# ---- design 1 ----
Fig. 1: design 1, register map, names as in the netlist
Scale: 1 px per um. Other sequential cells in the stronger gray, the rest of the logic in the fainter gray.
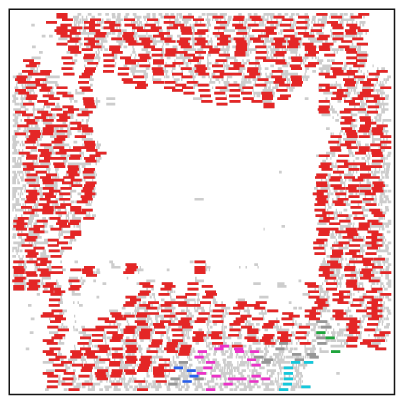

## config.mk

```make
export PLATFORM = sky130hd
export DESIGN_NAME = noc_tx_engine
export DESIGN_NICKNAME = d
export VERILOG_FILES = /design/src/rtl/noc_tx_engine_pkg.sv /design/src/rtl/sync_fifo.sv /design/src/rtl/noc_tx_engine.sv
export SDC_FILE = /design/constraint.sdc
export NUM_CORES = 1
export LEC_CHECK = 0
export ABC_AREA = 1
export CAP_MARGIN = 20
export CORE_MARGIN = 2
export CORE_UTILIZATION = 30
export DETAILED_ROUTE_END_ITERATION = 12
export PLACE_DENSITY = 0.61
export SYNTH_ARGS = -nofsm -noshare
export SYNTH_HDL_FRONTEND = slang
export SYNTH_SLANG_ARGS = --single-unit
```

## constraint.sdc

```tcl
create_clock -name clk -period 18.4 [get_ports clk]
set_clock_uncertainty 0.2 [all_clocks]
set_input_delay 1.84 -clock clk [delete_from_list [all_inputs] [get_ports clk]]
set_output_delay 1.84 -clock clk [all_outputs]
set_load 0.02 [all_outputs]
```

## src/rtl/noc_tx_engine_pkg.sv

```systemverilog
// Shared NoC definitions: flit geometry, router port indices, TX engine state encoding.
package noc_tx_engine_pkg;

  localparam int unsigned NOC_DATA_WIDTH = 256;
  localparam int unsigned NOC_COORD_BITS = 4;
  localparam int unsigned FLIT_WIDTH     = NOC_DATA_WIDTH + 2 * NOC_COORD_BITS;

  localparam int unsigned PORT_LOCAL = 0;
  localparam int unsigned PORT_NORTH = 1;
  localparam int unsigned PORT_EAST  = 2;
  localparam int unsigned PORT_SOUTH = 3;
  localparam int unsigned PORT_WEST  = 4;
  localparam int unsigned NUM_PORTS  = 5;

  typedef enum logic [1:0] {
    ST_IDLE  = 2'd0,
    ST_ISSUE = 2'd1,
    ST_DRAIN = 2'd2,
    ST_DONE  = 2'd3
  } tx_state_e;

endpackage

```

## src/rtl/sync_fifo.sv

```systemverilog
// Synchronous FIFO with first-word-fall-through head; push is dropped when full.
module sync_fifo #(
  parameter int unsigned WIDTH = 32,
  parameter int unsigned DEPTH = 4
) (
  input  logic             clk,
  input  logic             rst_n,
  input  logic             push,
  input  logic [WIDTH-1:0] push_data,
  input  logic             pop,
  output logic [WIDTH-1:0] pop_data,
  output logic             empty
);

  localparam int unsigned AW = $clog2(DEPTH);

  logic [WIDTH-1:0] mem [DEPTH];
  logic [AW:0]      wptr;
  logic [AW:0]      rptr;
  logic             full;
  logic             do_push;
  logic             do_pop;

  assign full     = (wptr[AW] != rptr[AW]) && (wptr[AW-1:0] == rptr[AW-1:0]);
  assign empty    = (wptr == rptr);
  assign do_push  = push && !full;
  assign do_pop   = pop && !empty;
  assign pop_data = mem[rptr[AW-1:0]];

  // Pointer update; the extra MSB distinguishes full from empty.
  always_ff @(posedge clk or negedge rst_n) begin
    if (!rst_n) begin
      wptr <= '0;
      rptr <= '0;
    end else begin
      if (do_push) wptr <= wptr + (AW+1)'(1);
      if (do_pop)  rptr <= rptr + (AW+1)'(1);
    end
  end

  // Storage write; contents are only observed behind a non-empty head.
  always_ff @(posedge clk) begin
    if (do_push) mem[wptr[AW-1:0]] <= push_data;
  end

endmodule

```

## src/rtl/noc_tx_engine.sv

```systemverilog
// NoC transmit engine: reads a burst of local memory words and emits them as flits.
module noc_tx_engine
  import noc_tx_engine_pkg::*;
#(
  parameter int unsigned DATA_WIDTH = 256,
  parameter int unsigned ADDR_WIDTH = 20,
  parameter int unsigned COORD_BITS = 4,
  parameter int unsigned LEN_BITS   = 8,
  parameter int unsigned BUF_DEPTH  = 4
) (
  input  logic                  clk,
  input  logic                  rst_n,
  input  logic                  cmd_valid,
  output logic                  cmd_ready,
  input  logic [COORD_BITS-1:0] cmd_dest_x,
  input  logic [COORD_BITS-1:0] cmd_dest_y,
  input  logic [ADDR_WIDTH-1:0] cmd_src_addr,
  input  logic [LEN_BITS-1:0]   cmd_len,
  output logic                  mem_rd_en,
  output logic [ADDR_WIDTH-1:0] mem_rd_addr,
  input  logic [DATA_WIDTH-1:0] mem_rd_data,
  output logic [DATA_WIDTH-1:0] out_data,
  output logic [COORD_BITS-1:0] out_dest_x,
  output logic [COORD_BITS-1:0] out_dest_y,
  output logic                  out_valid,
  input  logic                  out_ready,
  output logic                  busy,
  output logic                  done
);

  localparam int unsigned CNT_W = $clog2(BUF_DEPTH) + 1;

  tx_state_e             state;
  logic [LEN_BITS-1:0]   rd_left;
  logic [LEN_BITS-1:0]   left_nxt;
  logic [CNT_W-1:0]      pend;
  logic [CNT_W-1:0]      pend_nxt;
  logic                  wr_pend;
  logic                  xfer;
  logic                  room;
  logic                  fifo_empty;
  logic [DATA_WIDTH-1:0] fifo_head;

  // Flit buffer; read data lands one cycle after its strobe.
  sync_fifo #(
    .WIDTH (DATA_WIDTH),
    .DEPTH (BUF_DEPTH)
  ) u_buf (
    .clk       (clk),
    .rst_n     (rst_n),
    .push      (wr_pend),
    .push_data (mem_rd_data),
    .pop       (xfer),
    .pop_data  (fifo_head),
    .empty     (fifo_empty)
  );

  assign out_valid = !fifo_empty;
  assign out_data  = fifo_empty ? '0 : fifo_head;

  // Next-cycle credit: pend counts reads issued but not yet sent as flits.
  always_comb begin
    xfer     = out_valid && out_ready;
    pend_nxt = pend + CNT_W'(mem_rd_en) - CNT_W'(xfer);
    left_nxt = rd_left - LEN_BITS'(mem_rd_en);
    room     = pend_nxt < CNT_W'(BUF_DEPTH);
  end

  // Control FSM with registered strobes, address generator and credit counter.
  always_ff @(posedge clk or negedge rst_n) begin
    if (!rst_n) begin
      state       <= ST_IDLE;
      cmd_ready   <= 1'b1;
      busy        <= 1'b0;
      done        <= 1'b0;
      mem_rd_en   <= 1'b0;
      mem_rd_addr <= '0;
      out_dest_x  <= '0;
      out_dest_y  <= '0;
      rd_left     <= '0;
      pend        <= '0;
      wr_pend     <= 1'b0;
    end else begin
      done        <= 1'b0;
      mem_rd_en   <= 1'b0;
      wr_pend     <= mem_rd_en;
      pend        <= pend_nxt;
      rd_left     <= left_nxt;
      mem_rd_addr <= mem_rd_addr + ADDR_WIDTH'(mem_rd_en);
      case (state)
        ST_IDLE: begin
          if (cmd_valid) begin
            out_dest_x  <= cmd_dest_x;
            out_dest_y  <= cmd_dest_y;
            mem_rd_addr <= cmd_src_addr;
            rd_left     <= cmd_len;
            cmd_ready   <= 1'b0;
            busy        <= 1'b1;
            if (cmd_len != '0) begin
              state     <= ST_ISSUE;
              mem_rd_en <= 1'b1;
            end else begin
              state <= ST_DONE;
              done  <= 1'b1;
            end
          end
        end
        ST_ISSUE: begin
          if (left_nxt == '0) begin
            state <= ST_DRAIN;
          end else begin
            mem_rd_en <= room;
          end
        end
        ST_DRAIN: begin
          if (pend_nxt == '0) begin
            state <= ST_DONE;
            done  <= 1'b1;
          end
        end
        ST_DONE: begin
          state     <= ST_IDLE;
          cmd_ready <= 1'b1;
          busy      <= 1'b0;
        end
        default: begin
          state <= ST_IDLE;
        end
      endcase
    end
  end

endmodule

```

# ---- design 2 ----
[src/rtl/mode_ctrl_pkg.sv]
// Purpose: shared defaults, legal index limits and index-pair type for mode_ctrl.
// Latency: n/a (types and constants only).
// Backpressure: n/a.
package mode_ctrl_pkg;

  localparam int DEF_N_CH    = 2;    // path 0 = TX, path 1 = RX
  localparam int DEF_M_W     = 3;    // modulation index width
  localparam int DEF_SS_W    = 4;    // spreading index width
  localparam int DEF_M       = 1;    // post-reset modulation index
  localparam int DEF_SS      = 1;    // post-reset spreading index
  localparam int MAX_M       = 5;    // highest legal modulation index
  localparam int MAX_SS      = 15;   // highest legal spreading index
  localparam int DEF_RST_DLY = 100;  // cycles from reset release to del_rst

  // One path's active or staged setting.
  typedef struct packed {
    logic [DEF_M_W-1:0]  m;
    logic [DEF_SS_W-1:0] ss;
  } idx_pair_t;

  // Range check done in 32 bits so it stays valid for any index width,
  // including widths where the limit equals the all-ones value.
  function automatic logic idx_ok(input int unsigned v, input int unsigned max_v);
    return v <= max_v;
  endfunction

endpackage

[src/rtl/mode_ctrl_if.sv]
// Purpose: configuration handshake, frame strobes and per-path index outputs of mode_ctrl.
// Latency: n/a (wiring only).
// Backpressure: cfg_valid/cfg_ready; the slave holds cfg_ready low while a targeted path is pending.
// Ports: master drives cfg_*, sof, soft_rst; slave drives cfg_ready, m_out, ss_out, upd, pend,
//        cfg_err, del_rst.
interface mode_ctrl_if
  import mode_ctrl_pkg::*;
#(
  parameter int N_CH = DEF_N_CH,
  parameter int M_W  = DEF_M_W,
  parameter int SS_W = DEF_SS_W
) ();

  logic                 cfg_valid;
  logic                 cfg_ready;
  logic [M_W-1:0]       cfg_m;
  logic [SS_W-1:0]      cfg_ss;
  logic [N_CH-1:0]      cfg_ch_mask;
  logic [N_CH-1:0]      sof;
  logic [N_CH*M_W-1:0]  m_out;
  logic [N_CH*SS_W-1:0] ss_out;
  logic [N_CH-1:0]      upd;
  logic [N_CH-1:0]      pend;
  logic                 cfg_err;
  logic                 soft_rst;
  logic                 del_rst;

  modport master (
    output cfg_valid, cfg_m, cfg_ss, cfg_ch_mask, sof, soft_rst,
    input  cfg_ready, m_out, ss_out, upd, pend, cfg_err, del_rst
  );

  modport slave (
    input  cfg_valid, cfg_m, cfg_ss, cfg_ch_mask, sof, soft_rst,
    output cfg_ready, m_out, ss_out, upd, pend, cfg_err, del_rst
  );

endinterface

[src/rtl/mode_ctrl_rst_delay.sv]
// Purpose: saturating post-reset delay counter; del_rst goes high RST_DLY+1 edges after release.
// Latency: del_rst rises one edge after the count reaches RST_DLY; soft_rst clears on the next edge.
// Backpressure: none.
// Ports: clk, rst_n (async, active-low), soft_rst (sync counter restart), del_rst (out).
module rst_delay
  import mode_ctrl_pkg::*;
#(
  parameter int RST_DLY = DEF_RST_DLY  // legal 1..65535
) (
  input  logic clk,
  input  logic rst_n,
  input  logic soft_rst,
  output logic del_rst
);

  localparam int CW = $clog2(RST_DLY + 1);
  localparam logic [CW-1:0] LIM = CW'(RST_DLY);

  logic [CW-1:0] cnt;

  always_ff @(posedge clk or negedge rst_n) begin
    if (!rst_n) begin
      cnt     <= '0;
      del_rst <= 1'b0;
    end else if (soft_rst) begin
      cnt     <= '0;
      del_rst <= 1'b0;
    end else begin
      if (cnt != LIM) begin
        cnt <= cnt + 1'b1;
      end
      // Registered off the saturated count, so it rises one edge after
      // the count first equals the limit and then holds.
      if (cnt == LIM) begin
        del_rst <= 1'b1;
      end
    end
  end

endmodule

[src/rtl/mode_ctrl.sv]
// Purpose: per-path modulation/spreading index control with staged updates committed on sof.
// Latency: request staged one edge after acceptance; staged value goes live one edge after sof.
// Backpressure: cfg_ready drops while any path in cfg_ch_mask still holds an uncommitted stage.
// Ports: clk, rst_n (async, active-low), bus (mode_ctrl_if.slave: cfg handshake, sof, soft_rst,
//        m_out/ss_out/upd/pend/cfg_err/del_rst).
module mode_ctrl
  import mode_ctrl_pkg::*;
#(
  parameter int N_CH    = DEF_N_CH,
  parameter int M_W     = DEF_M_W,
  parameter int SS_W    = DEF_SS_W,
  parameter int M_DEF   = DEF_M,
  parameter int SS_DEF  = DEF_SS,
  parameter int M_MAX   = MAX_M,
  parameter int SS_MAX  = MAX_SS,
  parameter int RST_DLY = DEF_RST_DLY
) (
  input logic        clk,
  input logic        rst_n,
  mode_ctrl_if.slave bus
);

  localparam logic [N_CH*M_W-1:0]  M_RST  = {N_CH{M_W'(M_DEF)}};
  localparam logic [N_CH*SS_W-1:0] SS_RST = {N_CH{SS_W'(SS_DEF)}};

  logic [N_CH*M_W-1:0]  m_act;
  logic [N_CH*SS_W-1:0] ss_act;
  logic [N_CH*M_W-1:0]  m_stg;
  logic [N_CH*SS_W-1:0] ss_stg;
  logic [N_CH-1:0]      pend_q;
  logic [N_CH-1:0]      upd_q;
  logic                 cfg_err_q;
  logic                 del_rst_w;

  logic                 cfg_ready_w;
  logic                 accept;
  logic                 legal;
  logic [N_CH-1:0]      commit;

  // A request may only land on paths that are free, so a stage is never
  // overwritten before it has been committed.
  assign cfg_ready_w = ~|(pend_q & bus.cfg_ch_mask);
  assign accept      = bus.cfg_valid & cfg_ready_w;
  assign legal       = idx_ok(int'(bus.cfg_m), M_MAX) &&
                       idx_ok(int'(bus.cfg_ss), SS_MAX) &&
                       (|bus.cfg_ch_mask);

  // Only already-pending paths commit; a request accepted alongside sof
  // finds pend low and therefore waits for the following sof.
  assign commit = bus.sof & pend_q;

  always_ff @(posedge clk or negedge rst_n) begin
    if (!rst_n) begin
      m_act     <= M_RST;
      ss_act    <= SS_RST;
      m_stg     <= M_RST;
      ss_stg    <= SS_RST;
      pend_q    <= '0;
      upd_q     <= '0;
      cfg_err_q <= 1'b0;
    end else begin
      cfg_err_q <= accept & ~legal;
      upd_q     <= commit;
      for (int i = 0; i < N_CH; i++) begin
        if (commit[i]) begin
          m_act[i*M_W +: M_W]    <= m_stg[i*M_W +: M_W];
          ss_act[i*SS_W +: SS_W] <= ss_stg[i*SS_W +: SS_W];
          pend_q[i]              <= 1'b0;
        end else if (accept && legal && bus.cfg_ch_mask[i]) begin
          // Acceptance implies pend_q[i] was clear, so this never races a commit.
          m_stg[i*M_W +: M_W]    <= bus.cfg_m;
          ss_stg[i*SS_W +: SS_W] <= bus.cfg_ss;
          pend_q[i]              <= 1'b1;
        end
      end
    end
  end

  rst_delay #(
    .RST_DLY (RST_DLY)
  ) u_rst_delay (
    .clk      (clk),
    .rst_n    (rst_n),
    .soft_rst (bus.soft_rst),
    .del_rst  (del_rst_w)
  );

  assign bus.cfg_ready = cfg_ready_w;
  assign bus.m_out     = m_act;
  assign bus.ss_out    = ss_act;
  assign bus.upd       = upd_q;
  assign bus.pend      = pend_q;
  assign bus.cfg_err   = cfg_err_q;
  assign bus.del_rst   = del_rst_w;

endmodule
[src/flat_wrapper.sv]
// flat-port wrapper written by rule: the top's interface ports become plain ports
module mode_ctrl_flat import mode_ctrl_pkg::*;
#(
  parameter int N_CH    = DEF_N_CH,
  parameter int M_W     = DEF_M_W,
  parameter int SS_W    = DEF_SS_W,
  parameter int M_DEF   = DEF_M,
  parameter int SS_DEF  = DEF_SS,
  parameter int M_MAX   = MAX_M,
  parameter int SS_MAX  = MAX_SS,
  parameter int RST_DLY = DEF_RST_DLY
)
  (clk, rst_n, bus_cfg_valid, bus_cfg_m, bus_cfg_ss, bus_cfg_ch_mask, bus_sof, bus_soft_rst, bus_cfg_ready, bus_m_out, bus_ss_out, bus_upd, bus_pend, bus_cfg_err, bus_del_rst);
  mode_ctrl_if #(.N_CH(N_CH), .M_W(M_W), .SS_W(SS_W)) bus_i ();
  input logic clk;
  input logic rst_n;
  input wire logic [$bits(bus_i.cfg_valid)-1:0] bus_cfg_valid;
  input wire logic [$bits(bus_i.cfg_m)-1:0] bus_cfg_m;
  input wire logic [$bits(bus_i.cfg_ss)-1:0] bus_cfg_ss;
  input wire logic [$bits(bus_i.cfg_ch_mask)-1:0] bus_cfg_ch_mask;
  input wire logic [$bits(bus_i.sof)-1:0] bus_sof;
  input wire logic [$bits(bus_i.soft_rst)-1:0] bus_soft_rst;
  output wire logic [$bits(bus_i.cfg_ready)-1:0] bus_cfg_ready;
  output wire logic [$bits(bus_i.m_out)-1:0] bus_m_out;
  output wire logic [$bits(bus_i.ss_out)-1:0] bus_ss_out;
  output wire logic [$bits(bus_i.upd)-1:0] bus_upd;
  output wire logic [$bits(bus_i.pend)-1:0] bus_pend;
  output wire logic [$bits(bus_i.cfg_err)-1:0] bus_cfg_err;
  output wire logic [$bits(bus_i.del_rst)-1:0] bus_del_rst;
  assign bus_i.cfg_valid = bus_cfg_valid;
  assign bus_i.cfg_m = bus_cfg_m;
  assign bus_i.cfg_ss = bus_cfg_ss;
  assign bus_i.cfg_ch_mask = bus_cfg_ch_mask;
  assign bus_i.sof = bus_sof;
  assign bus_i.soft_rst = bus_soft_rst;
  assign bus_cfg_ready = bus_i.cfg_ready;
  assign bus_m_out = bus_i.m_out;
  assign bus_ss_out = bus_i.ss_out;
  assign bus_upd = bus_i.upd;
  assign bus_pend = bus_i.pend;
  assign bus_cfg_err = bus_i.cfg_err;
  assign bus_del_rst = bus_i.del_rst;
  mode_ctrl #(.N_CH(N_CH), .M_W(M_W), .SS_W(SS_W), .M_DEF(M_DEF), .SS_DEF(SS_DEF), .M_MAX(M_MAX), .SS_MAX(SS_MAX), .RST_DLY(RST_DLY)) u_core (.clk(clk), .rst_n(rst_n), .bus(bus_i));
endmodule
[config.mk]
export PLATFORM = sky130hd
export DESIGN_NAME = mode_ctrl_flat
export DESIGN_NICKNAME = d
export VERILOG_FILES = /design/src/rtl/mode_ctrl_pkg.sv /design/src/rtl/mode_ctrl_if.sv /design/src/rtl/mode_ctrl_rst_delay.sv /design/src/rtl/mode_ctrl.sv /design/src/flat_wrapper.sv
export SDC_FILE = /design/constraint.sdc
export NUM_CORES = 1
export LEC_CHECK = 0
export CAP_MARGIN = 20
export CORE_MARGIN = 2
export CORE_UTILIZATION = 66
export DETAILED_ROUTE_END_ITERATION = 10
export DONT_BUFFER_PORTS = 1
export PLACE_DENSITY = 0.87
export SLEW_MARGIN = 20
export SYNTH_ARGS = -nofsm -noshare
export SYNTH_HDL_FRONTEND = slang
export SYNTH_SLANG_ARGS = --single-unit
[constraint.sdc]
create_clock -name clk -period 3.57 [get_ports clk]
set_input_delay 0.714 -clock clk [delete_from_list [all_inputs] [get_ports clk]]
set_output_delay 0.714 -clock clk [all_outputs]
set_load 0.005 [all_outputs]
# ---- design 3 ----
<file path="src/rtl/mem_arb_pkg.sv">
`default_nettype none
// ============================================================================
// Module      : mem_arb_pkg
// Description : Shared types and constants for the IF/MEM memory port
//               arbiter: FSM state encoding, grant encoding and the default
//               word/address widths used by the pipeline top.
// Revision    : 1.0 - initial release
// ============================================================================
package mem_arb_pkg;

    localparam int C_ADDR_W = 16;
    localparam int C_DATA_W = 16;
    localparam int C_CNT_W  = 4;

    typedef enum logic [1:0] {
        ST_IDLE   = 2'd0,
        ST_ACCESS = 2'd1,
        ST_DONE   = 2'd2
    } arb_state_e;

    typedef enum logic {
        GNT_I = 1'b0,
        GNT_D = 1'b1
    } gnt_e;

endpackage
`default_nettype wire

</file>
<file path="src/rtl/mem_port_arbiter_if.sv">
`default_nettype none
// ============================================================================
// Module      : mem_port_arbiter_if
// Description : Bundle of the fetch port, data port and memory bus served by
//               the arbiter. The slave modport is the arbiter's view; the
//               master modport is the view of the requesters and memory.
// Revision    : 1.0 - initial release
// ============================================================================
interface mem_port_arbiter_if #(
    parameter int ADDR_W = 16,
    parameter int DATA_W = 16
) ();

    // Instruction-fetch port
    logic              i_req;
    logic [ADDR_W-1:0] i_addr;
    logic              i_done;
    logic [DATA_W-1:0] i_rdata;

    // Data (LWD/SWD) port
    logic              d_req;
    logic              d_we;
    logic [ADDR_W-1:0] d_addr;
    logic [DATA_W-1:0] d_wdata;
    logic              d_done;
    logic [DATA_W-1:0] d_rdata;

    // Unified memory bus
    logic              mem_read;
    logic              mem_write;
    logic [ADDR_W-1:0] mem_addr;
    logic [DATA_W-1:0] mem_wdata;
    logic [DATA_W-1:0] mem_rdata;

    logic              busy;

    modport slave (
        input  i_req, i_addr, d_req, d_we, d_addr, d_wdata, mem_rdata,
        output i_done, i_rdata, d_done, d_rdata,
               mem_read, mem_write, mem_addr, mem_wdata, busy
    );

    modport master (
        output i_req, i_addr, d_req, d_we, d_addr, d_wdata, mem_rdata,
        input  i_done, i_rdata, d_done, d_rdata,
               mem_read, mem_write, mem_addr, mem_wdata, busy
    );

endinterface
`default_nettype wire

</file>
<file path="src/rtl/mem_access_timer.sv">
`default_nettype none
// ============================================================================
// Module      : mem_access_timer
// Description : Loadable down-counter that times one memory access. It
//               counts down to zero and flags the final access cycle.
// Revision    : 1.0 - initial release
// ============================================================================
module mem_access_timer
    import mem_arb_pkg::*;
#(
    parameter int CNT_W = C_CNT_W
) (
    input  wire logic             clk,
    input  wire logic             reset_n,
    input  wire logic             load,
    input  wire logic [CNT_W-1:0] load_val,
    output logic                  last
);

    logic [CNT_W-1:0] cnt_q;
    logic [CNT_W-1:0] cnt_d;

    // Next count: load wins, otherwise count down and park at zero
    always_comb begin
        cnt_d = cnt_q;
        if (load) begin
            cnt_d = load_val;
        end else if (cnt_q != '0) begin
            cnt_d = cnt_q - 1'b1;
        end
    end

    // Counter register
    always_ff @(posedge clk or negedge reset_n) begin
        if (!reset_n) begin
            cnt_q <= '0;
        end else begin
            cnt_q <= cnt_d;
        end
    end

    assign last = (cnt_q == CNT_W'(1));

endmodule
`default_nettype wire

</file>
<file path="src/rtl/mem_port_arbiter.sv">
`default_nettype none
// ============================================================================
// Module      : mem_port_arbiter
// Description : Serialises fetch and data accesses onto the single-ported
//               unified memory. Holds the bus stable for MEM_LATENCY cycles,
//               registers read data and returns a one-cycle done pulse.
//               Collisions alternate, data first after reset.
// Revision    : 1.0 - initial release
// ============================================================================
module mem_port_arbiter
    import mem_arb_pkg::*;
#(
    parameter int ADDR_W      = C_ADDR_W,
    parameter int DATA_W      = C_DATA_W,
    parameter int MEM_LATENCY = 2
) (
    input  wire logic        clk,
    input  wire logic        reset_n,
    mem_port_arbiter_if.slave bus
);

    localparam logic [C_CNT_W-1:0] C_LATENCY = C_CNT_W'(MEM_LATENCY);

    arb_state_e        state_q,     state_d;
    gnt_e              gnt_side_q,  gnt_side_d;
    gnt_e              last_gnt_q,  last_gnt_d;
    logic              mem_read_q,  mem_read_d;
    logic              mem_write_q, mem_write_d;
    logic [ADDR_W-1:0] mem_addr_q,  mem_addr_d;
    logic [DATA_W-1:0] mem_wdata_q, mem_wdata_d;
    logic [DATA_W-1:0] i_rdata_q,   i_rdata_d;
    logic [DATA_W-1:0] d_rdata_q,   d_rdata_d;
    logic              i_done_q,    i_done_d;
    logic              d_done_q,    d_done_d;
    logic              busy_q,      busy_d;

    logic              grant_data;
    logic              timer_load;
    logic              timer_last;

    mem_access_timer #(
        .CNT_W    (C_CNT_W)
    ) u_timer (
        .clk      (clk),
        .reset_n  (reset_n),
        .load     (timer_load),
        .load_val (C_LATENCY),
        .last     (timer_last)
    );

    // Next-state and next-output logic for the arbitration FSM
    always_comb begin
        state_d     = state_q;
        gnt_side_d  = gnt_side_q;
        last_gnt_d  = last_gnt_q;
        mem_read_d  = mem_read_q;
        mem_write_d = mem_write_q;
        mem_addr_d  = mem_addr_q;
        mem_wdata_d = mem_wdata_q;
        i_rdata_d   = i_rdata_q;
        d_rdata_d   = d_rdata_q;
        i_done_d    = 1'b0;
        d_done_d    = 1'b0;
        timer_load  = 1'b0;
        grant_data  = 1'b0;

        case (state_q)
            ST_IDLE: begin
                if (bus.i_req || bus.d_req) begin
                    // Data wins a collision unless it won the previous grant
                    grant_data = bus.d_req && (!bus.i_req || (last_gnt_q == GNT_I));
                    timer_load = 1'b1;
                    state_d    = ST_ACCESS;
                    if (grant_data) begin
                        gnt_side_d  = GNT_D;
                        last_gnt_d  = GNT_D;
                        mem_addr_d  = bus.d_addr;
                        mem_read_d  = ~bus.d_we;
                        mem_write_d = bus.d_we;
                        if (bus.d_we) begin
                            mem_wdata_d = bus.d_wdata;
                        end
                    end else begin
                        gnt_side_d  = GNT_I;
                        last_gnt_d  = GNT_I;
                        mem_addr_d  = bus.i_addr;
                        mem_read_d  = 1'b1;
                        mem_write_d = 1'b0;
                    end
                end
            end

            ST_ACCESS: begin
                // Bus is frozen until the final access cycle
                if (timer_last) begin
                    if (mem_read_q) begin
                        if (gnt_side_q == GNT_D) begin
                            d_rdata_d = bus.mem_rdata;
                        end else begin
                            i_rdata_d = bus.mem_rdata;
                        end
                    end
                    mem_read_d  = 1'b0;
                    mem_write_d = 1'b0;
                    if (gnt_side_q == GNT_D) begin
                        d_done_d = 1'b1;
                    end else begin
                        i_done_d = 1'b1;
                    end
                    state_d = ST_DONE;
                end
            end

            // One dead cycle so the served requester can drop its request
            ST_DONE: begin
                state_d = ST_IDLE;
            end

            default: begin
                state_d = ST_IDLE;
            end
        endcase

        busy_d = (state_d != ST_IDLE);
    end

    // State and registered-output flops; reset aborts any access in flight
    always_ff @(posedge clk or negedge reset_n) begin
        if (!reset_n) begin
            state_q     <= ST_IDLE;
            gnt_side_q  <= GNT_I;
            last_gnt_q  <= GNT_I;
            mem_read_q  <= 1'b0;
            mem_write_q <= 1'b0;
            mem_addr_q  <= '0;
            mem_wdata_q <= '0;
            i_rdata_q   <= '0;
            d_rdata_q   <= '0;
            i_done_q    <= 1'b0;
            d_done_q    <= 1'b0;
            busy_q      <= 1'b0;
        end else begin
            state_q     <= state_d;
            gnt_side_q  <= gnt_side_d;
            last_gnt_q  <= last_gnt_d;
            mem_read_q  <= mem_read_d;
            mem_write_q <= mem_write_d;
            mem_addr_q  <= mem_addr_d;
            mem_wdata_q <= mem_wdata_d;
            i_rdata_q   <= i_rdata_d;
            d_rdata_q   <= d_rdata_d;
            i_done_q    <= i_done_d;
            d_done_q    <= d_done_d;
            busy_q      <= busy_d;
        end
    end

    assign bus.i_done    = i_done_q;
    assign bus.i_rdata   = i_rdata_q;
    assign bus.d_done    = d_done_q;
    assign bus.d_rdata   = d_rdata_q;
    assign bus.mem_read  = mem_read_q;
    assign bus.mem_write = mem_write_q;
    assign bus.mem_addr  = mem_addr_q;
    assign bus.mem_wdata = mem_wdata_q;
    assign bus.busy      = busy_q;

endmodule
`default_nettype wire

</file>
<file path="src/flat_wrapper.sv">
// flat-port wrapper written by rule: the top's interface ports become plain ports
module mem_port_arbiter_flat import mem_arb_pkg::*;
#(
    parameter int ADDR_W      = C_ADDR_W,
    parameter int DATA_W      = C_DATA_W,
    parameter int MEM_LATENCY = 2
)
  (clk, reset_n, bus_i_req, bus_i_addr, bus_d_req, bus_d_we, bus_d_addr, bus_d_wdata, bus_mem_rdata, bus_i_done, bus_i_rdata, bus_d_done, bus_d_rdata, bus_mem_read, bus_mem_write, bus_mem_addr, bus_mem_wdata, bus_busy);
  mem_port_arbiter_if #(.ADDR_W(ADDR_W), .DATA_W(DATA_W)) bus_i ();
  input  wire logic clk;
  input  wire logic reset_n;
  input wire logic [$bits(bus_i.i_req)-1:0] bus_i_req;
  input wire logic [$bits(bus_i.i_addr)-1:0] bus_i_addr;
  input wire logic [$bits(bus_i.d_req)-1:0] bus_d_req;
  input wire logic [$bits(bus_i.d_we)-1:0] bus_d_we;
  input wire logic [$bits(bus_i.d_addr)-1:0] bus_d_addr;
  input wire logic [$bits(bus_i.d_wdata)-1:0] bus_d_wdata;
  input wire logic [$bits(bus_i.mem_rdata)-1:0] bus_mem_rdata;
  output wire logic [$bits(bus_i.i_done)-1:0] bus_i_done;
  output wire logic [$bits(bus_i.i_rdata)-1:0] bus_i_rdata;
  output wire logic [$bits(bus_i.d_done)-1:0] bus_d_done;
  output wire logic [$bits(bus_i.d_rdata)-1:0] bus_d_rdata;
  output wire logic [$bits(bus_i.mem_read)-1:0] bus_mem_read;
  output wire logic [$bits(bus_i.mem_write)-1:0] bus_mem_write;
  output wire logic [$bits(bus_i.mem_addr)-1:0] bus_mem_addr;
  output wire logic [$bits(bus_i.mem_wdata)-1:0] bus_mem_wdata;
  output wire logic [$bits(bus_i.busy)-1:0] bus_busy;
  assign bus_i.i_req = bus_i_req;
  assign bus_i.i_addr = bus_i_addr;
  assign bus_i.d_req = bus_d_req;
  assign bus_i.d_we = bus_d_we;
  assign bus_i.d_addr = bus_d_addr;
  assign bus_i.d_wdata = bus_d_wdata;
  assign bus_i.mem_rdata = bus_mem_rdata;
  assign bus_i_done = bus_i.i_done;
  assign bus_i_rdata = bus_i.i_rdata;
  assign bus_d_done = bus_i.d_done;
  assign bus_d_rdata = bus_i.d_rdata;
  assign bus_mem_read = bus_i.mem_read;
  assign bus_mem_write = bus_i.mem_write;
  assign bus_mem_addr = bus_i.mem_addr;
  assign bus_mem_wdata = bus_i.mem_wdata;
  assign bus_busy = bus_i.busy;
  mem_port_arbiter #(.ADDR_W(ADDR_W), .DATA_W(DATA_W), .MEM_LATENCY(MEM_LATENCY)) u_core (.clk(clk), .reset_n(reset_n), .bus(bus_i));
endmodule
</file>
<file path="config.mk">
export PLATFORM = sky130hd
export DESIGN_NAME = mem_port_arbiter_flat
export DESIGN_NICKNAME = d
export VERILOG_FILES = /design/src/rtl/mem_arb_pkg.sv /design/src/rtl/mem_port_arbiter_if.sv /design/src/rtl/mem_access_timer.sv /design/src/rtl/mem_port_arbiter.sv /design/src/flat_wrapper.sv
export SDC_FILE = /design/constraint.sdc
export NUM_CORES = 1
export LEC_CHECK = 0
export CELL_PAD_IN_SITES_DETAIL_PLACEMENT = 0
export CELL_PAD_IN_SITES_GLOBAL_PLACEMENT = 1
export CORE_AREA = 2 2 96 98
export CTS_BUF_LIST = sky130_fd_sc_hd__clkbuf_2 sky130_fd_sc_hd__clkbuf_4 sky130_fd_sc_hd__clkbuf_8
export CTS_CLUSTER_DIAMETER = 150
export CTS_CLUSTER_SIZE = 10
export DETAILED_ROUTE_END_ITERATION = 16
export DIE_AREA = 0 0 98 100
export GPL_ROUTABILITY_DRIVEN = 0
export HOLD_SLACK_MARGIN = 0.12
export PLACE_DENSITY_LB_ADDON = 0.1
export SYNTH_ARGS = -nofsm -noshare
export SYNTH_HDL_FRONTEND = slang
export SYNTH_SLANG_ARGS = --single-unit
</file>
<file path="constraint.sdc">
create_clock -name clk -period 5.7 [get_ports clk]
set_clock_uncertainty 0.15 [all_clocks]
set_input_delay 1.425 -clock clk [delete_from_list [all_inputs] [get_ports clk]]
set_output_delay 1.425 -clock clk [all_outputs]
set_load 0.05 [all_outputs]
</file>
Fig. 2: design 3, register map, names as in the netlist
Scale: 4 px per um. Other sequential cells in the stronger gray, the rest of the logic in the fainter gray.
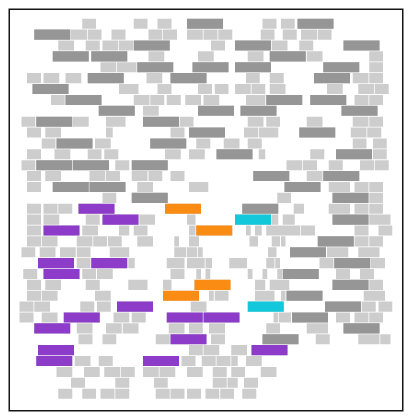
| name in the netlist | color | flops |
|---|---|---|
| u_core.state_q | cyan | 2 |
| u_core.u_timer.cnt_q | orange | 4 |
| u_core.bus.mem_addr | purple | 16 |
flip-flop and latch area: 1900 um^2
power consumed by sequential cells: 0.953 mW

==> results.txt, design 3 <==
Implementation run completed; key figures follow.

Route:
- Per the log, the first TritonRoute iteration ended with a DRC count of roughly 54.
- The run gives the via count normalized by instance count as between 4 and 5.
- Per the detail_route report, the via count comes to between 2000 and 2500.
- TritonRoute output was used to compute an average wire per cell of about 16 um.

Worst setup path:
- The run gives the launching element of the worst setup path as bus_d_req.
- The run puts the count of cells along the worst register-to-register path at 5.

Placement:
- The run puts the detailed-placement wirelength estimate at roughly 5000 um.

Die:
- The run gives the cell row count as 35.

Hold path:
- In this run the most critical hold path is launched from u_core.bus.i_rdata[3]$_DFFE_PN0P_.
- For hold timing, the worst endpoint is u_core.bus.i_rdata[3]$_DFFE_PN0P_.

STA:
- The run gives the worst max-slew margin expressed relative to the limit as 0.347.
- The run puts the setup violation total in the final timing report at 0.
- The run puts the setup slack after layout at ~2200 ps.

Global route:
- The run puts the combined global-route utilization of all metal layers at 0.149.
- The first global-routing pass estimated 11500 um of wire.
- The run gives the pin count of the biggest net entering global routing as 77.
- The via count of the first global-routing pass was approximately 2200.
- The run puts the number of antenna violations at the first check in global routing at 0.

Power and ir drop:
- The run gives the net load switching power as about 1.5 mW.
- The run gives the power in combinational cells as approximately 1.9 mW.
- The run puts the net switching fraction of the power at 0.469.
- The run puts the internal power consumption at between 1.5 and 2 mW.

Layout:
- The run gives the largest contributor to cell area by class as flip-flops and latches.
- The run gives the fraction of the core area covered by cells at the end of the flow as 0.537.
- The run gives the number of sequential cells in the layout as roughly 76.
- The run puts the number of antenna cells inserted at 0.
- The run gives the most common logic cell in the routed design as sky130_fd_sc_hd__clkdlybuf4s50_1.

Synthesis:
- The run gives the average instance area after synthesis as between 15 and 20 um^2.
- The run puts the gate count of the mapped netlist at roughly 200.
- The run gives the combinational family with the most area after synthesis as multiplexers.
- After synthesis, the share of flip-flops with an asynchronous set or reset is 1.00.
- The run puts the xor and xnor fraction of the mapped netlist area at 0.00280.
- The run gives the dominant register cell as sky130_fd_sc_hd__dfrtp_1.

Status:
- The run finished with clean final reports.

Flow run:
- The report counts max-capacitance violations totalling 0.

CTS:
- The run puts the number of hold buffers added after CTS at 0.
[design 3: metal layers]
metal / global-route usage / vias to the layer above / part of all wire
li1: - / 991 / -
met1: 0.193 / 1058 / 0.43
met2: 0.221 / 85 / 0.45
met5: 0 / - / 0
met3: 0.0759 / 6 / 0.11
met4: 0.0449 / 0 / 0.0077
[design 3: worst max-delay path, stage by stage]
cell                              delay [ps]
sky130_fd_sc_hd__clkdlybuf4s50_1         500
sky130_fd_sc_hd__a21bo_1                 490
sky130_fd_sc_hd__nor4b_4                 500
sky130_fd_sc_hd__buf_4                   330
sky130_fd_sc_hd__mux2_2                  360
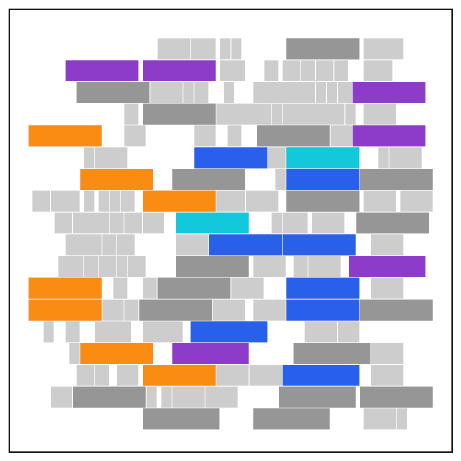
Fig. 3. Register map, names as in the netlist (design 2).
Scale: 8 px per um. Other sequential cells in the stronger gray, the rest of the logic in the fainter gray.
| name in the netlist | color | flops |
|---|---|---|
| u_core.bus.pend | cyan | 2 |
| u_core.u_rst_delay.cnt | orange | 7 |
| u_core.ss_stg | blue | 8 |
| u_core.bus.m_out | purple | 6 |
not colored: 18

==> results.txt, design 2 <==
Implementation run completed; key figures follow.

Layout:
- The run puts the sequential portion of the cell area at 0.565.
- The run puts the number of fill cells at roughly 150.

Status:
- The run finished with clean final reports.

Global route:
- Routing resource usage on met1 recorded by global route was 0.255.
- The run puts the global-route track usage on met2 at 0.399.
- The run puts the via count of the first global-routing pass at between 1000 and 1500.

Die:
- According to the tapcell log, the count of inserted taps is 30.

Synthesis:
- The run gives the xor and xnor fraction of the mapped netlist area as 0.00507.
- For this design, Yosys synthesis ends with a cell count of between 100 and 150.
- Per Yosys stat, the portion of area used by sequential elements is 0.599.

Worst setup path:
- Following the worst setup path forward leads to its endpoint at bus_cfg_ready.
- The longest incremental delay of any stage on the critical path is reported as around 480 ps.

STA:
- For this run, the top clock speed supported by timing is between 0.5 and 0.6 GHz.

Route:
- The run gives the post-detailed-route DRC marker count as 0.

CTS:
- The run gives the source-to-sink clock delay at the later pin of the worst-skew pair as ~340 ps.
[design 2: power groups by stage]
stage	registers (mW)	logic (mW)	clock network, mW
after floorplan	0.694	0.129	0
after global placement	0.716	0.136	0
after detailed placement	0.728	0.154	0
after CTS	0.718	0.154	0.261
after global routing	0.738	0.166	0.282
final	0.716	0.151	0.256
[design 2: cell usage after synthesis (all sizes together) (2+ instances only)]
master	count
nor4	2
mux2	25
nand2	10
o21ai	7
dfrtp	33
a2bb2oi	2
nand3	3
nand4	2
nor2	5
a21oi	6
nor4bb	2
nand2b	2
or3	3
dfstp	8
inv	7
ha	2
Fig. 4: design 1, floorplan with the power grid
Scale: 1 px per um. Pins as bars on the die edge.
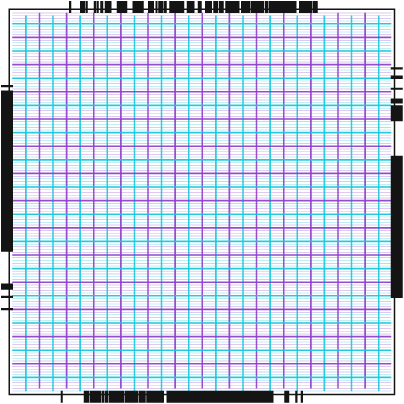
| net | color |
|---|---|
| VDD | purple |
| VSS | cyan |
met5 straps: 27
rows: 139
met4 straps: 27
vertical extent of the die: 384 um
VDD IR max: 0.159 mV
Die X: 384 um
area inside the core boundary: 143000 um^2

Notes on Fig. 1 above:
| name in the netlist | color | flops |
|---|---|---|
| out_dest_y | blue | 4 |
| u_buf.mem | red | 1024 |
| rd_left | cyan | 8 |
| mem_rd_addr | magenta | 20 |
| u_buf.wptr | green | 3 |
not colored: 17

==> results.txt, design 1 <==
Implementation run completed; key figures follow.

Status:
- The flow ran to the end, and the final reports show no timing, DRC or antenna violations.

Power and ir drop:
- The run puts the internal power consumption at ~6.3 mW.
- Per report_power, the Combinational row totals about 4.8 mW.
- The leakage power in the latest report is roughly 20 nW.
- The run gives the part of the total power dissipated in combinational logic as 0.456.

Layout:
- The run puts the fraction of the core area covered by cells at the end of the flow at 0.379.
- The run puts the fraction of area in clock buffers and inverters at 0.0647.
- Of all the cell area in the finished design, non-clock buffers hold 0.114.

Placement:
- The run puts the post-placement cell area at a little over 50000 um^2.

CTS:
- Clock tree synthesis inserted a total of 111 buffers.
- The run gives the TritonCTS clock tree as yes.
- The run puts the number of hold buffers added after CTS at 0.
- The run gives the H-tree level count as 3.

Die:
- The run puts the overall die area at around 150000 um^2.
- ~590 I/O pins were placed.
- The run gives the starting density of the core as 0.302.
- The flow inserted about 1900 tap cells.

Synthesis:
- The synthesis stats list as the most numerous cell sky130_fd_sc_hd__edfxtp_1.
- The share of synthesized area in the top cell type comes to 0.711.
- Per the synthesis report, the simple-gate share of the synthesized area is 0.107.
- The run gives the area fraction in compound gates after synthesis as 0.0917.
- The run gives the synthesis area per yosys as 43300 um^2.

Route:
- The run puts the number of nets still failing antenna checks after routing at 0.
- The run puts the overall via count from detail_route at roughly 28000.
- Before antenna repair, the detailed router went through 5 iterations.

STA:
- The run puts the transition time of the tightest slew-check pin at around 1100 ps.

Worst setup path:
- The run gives the most frequent cell on the critical path as sky130_fd_sc_hd__buf_4.
- The run gives the maximum single-stage delay on the critical path as 960 ps.
- The run gives the count of cells along the worst register-to-register path as 9.
- The run gives the setup slack of the most critical reg-to-reg path as between 10000 and 15000 ps.

Hold path:
- The run gives the hold-critical path depth as 2.

Global route:
- The run gives the overall overflow remaining after global route as 0.
## design 1: tightest hold or removal path, delay by kind of cell (launching register included)
kind / cells / cell delay (ps)
flops: 1 / 340
simple gates: 2 / 110
## design 1: sequential cells by signal (all words and copies together), names as in the netlist
| signal | cells |
|---|---|
| busy | 1 |
| cmd_ready | 1 |
| done | 1 |
| mem_rd_addr | 20 |
| mem_rd_en | 1 |
| out_dest_x | 4 |
| out_dest_y | 4 |
| pend | 3 |
| rd_left | 8 |
| state | 2 |
| u_buf.mem | 1024 |
| u_buf.rptr | 3 |
| u_buf.wptr | 3 |
| wr_pend | 1 |


==> notes/layouts.md <==
Pictures saved along the way, in no particular order.

Congestion heat map.
panel A
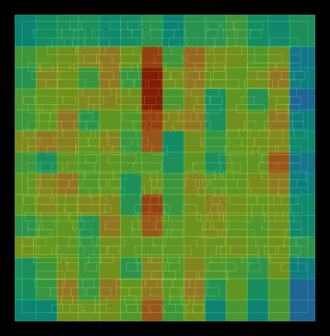
panel B
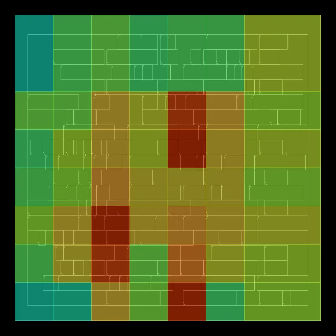
panel C
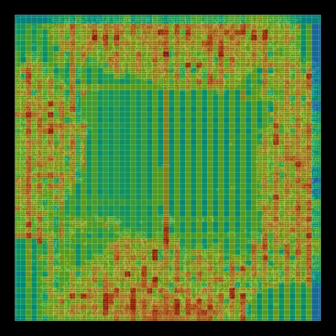
design 1 -> panel C
design 2 -> panel B
design 3 -> panel A


==> gallery <==
Clock distribution.
(a)
Scale: 6 px per um.
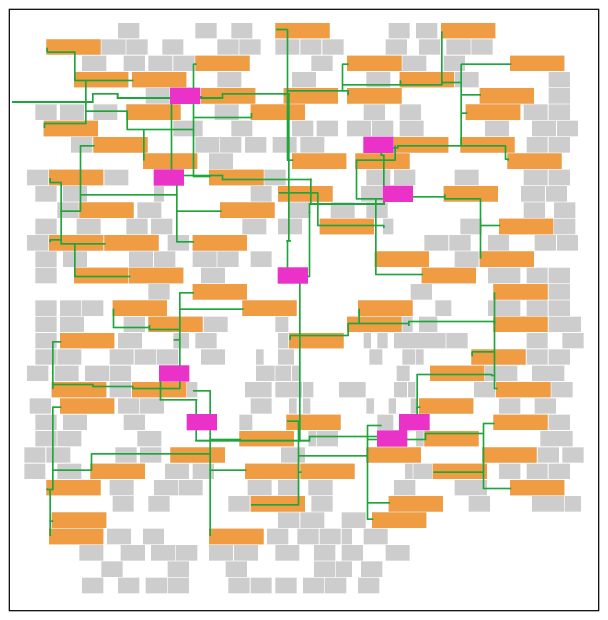
(b)
Scale: 1.5 px per um.
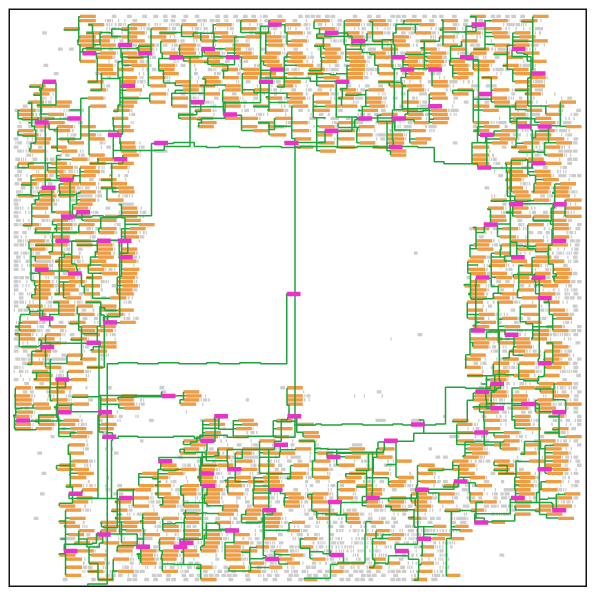
(c)
Scale: 10 px per um.
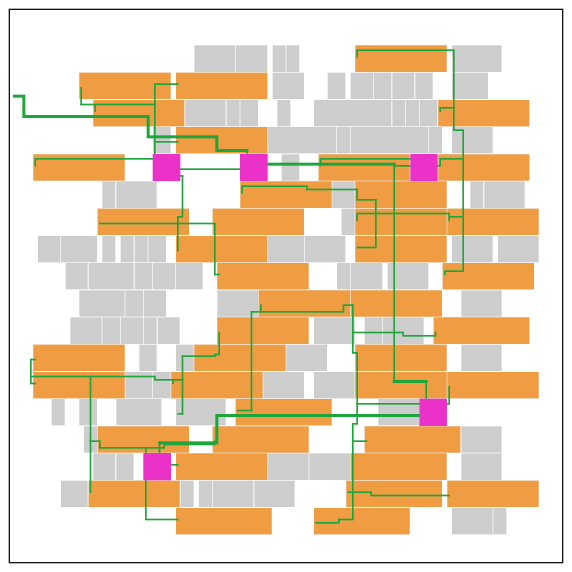
| from | picture |
|---|---|
| design 1 | (b) |
| design 2 | (c) |
| design 3 | (a) |

Power is estimated from default activity; no workload was simulated.
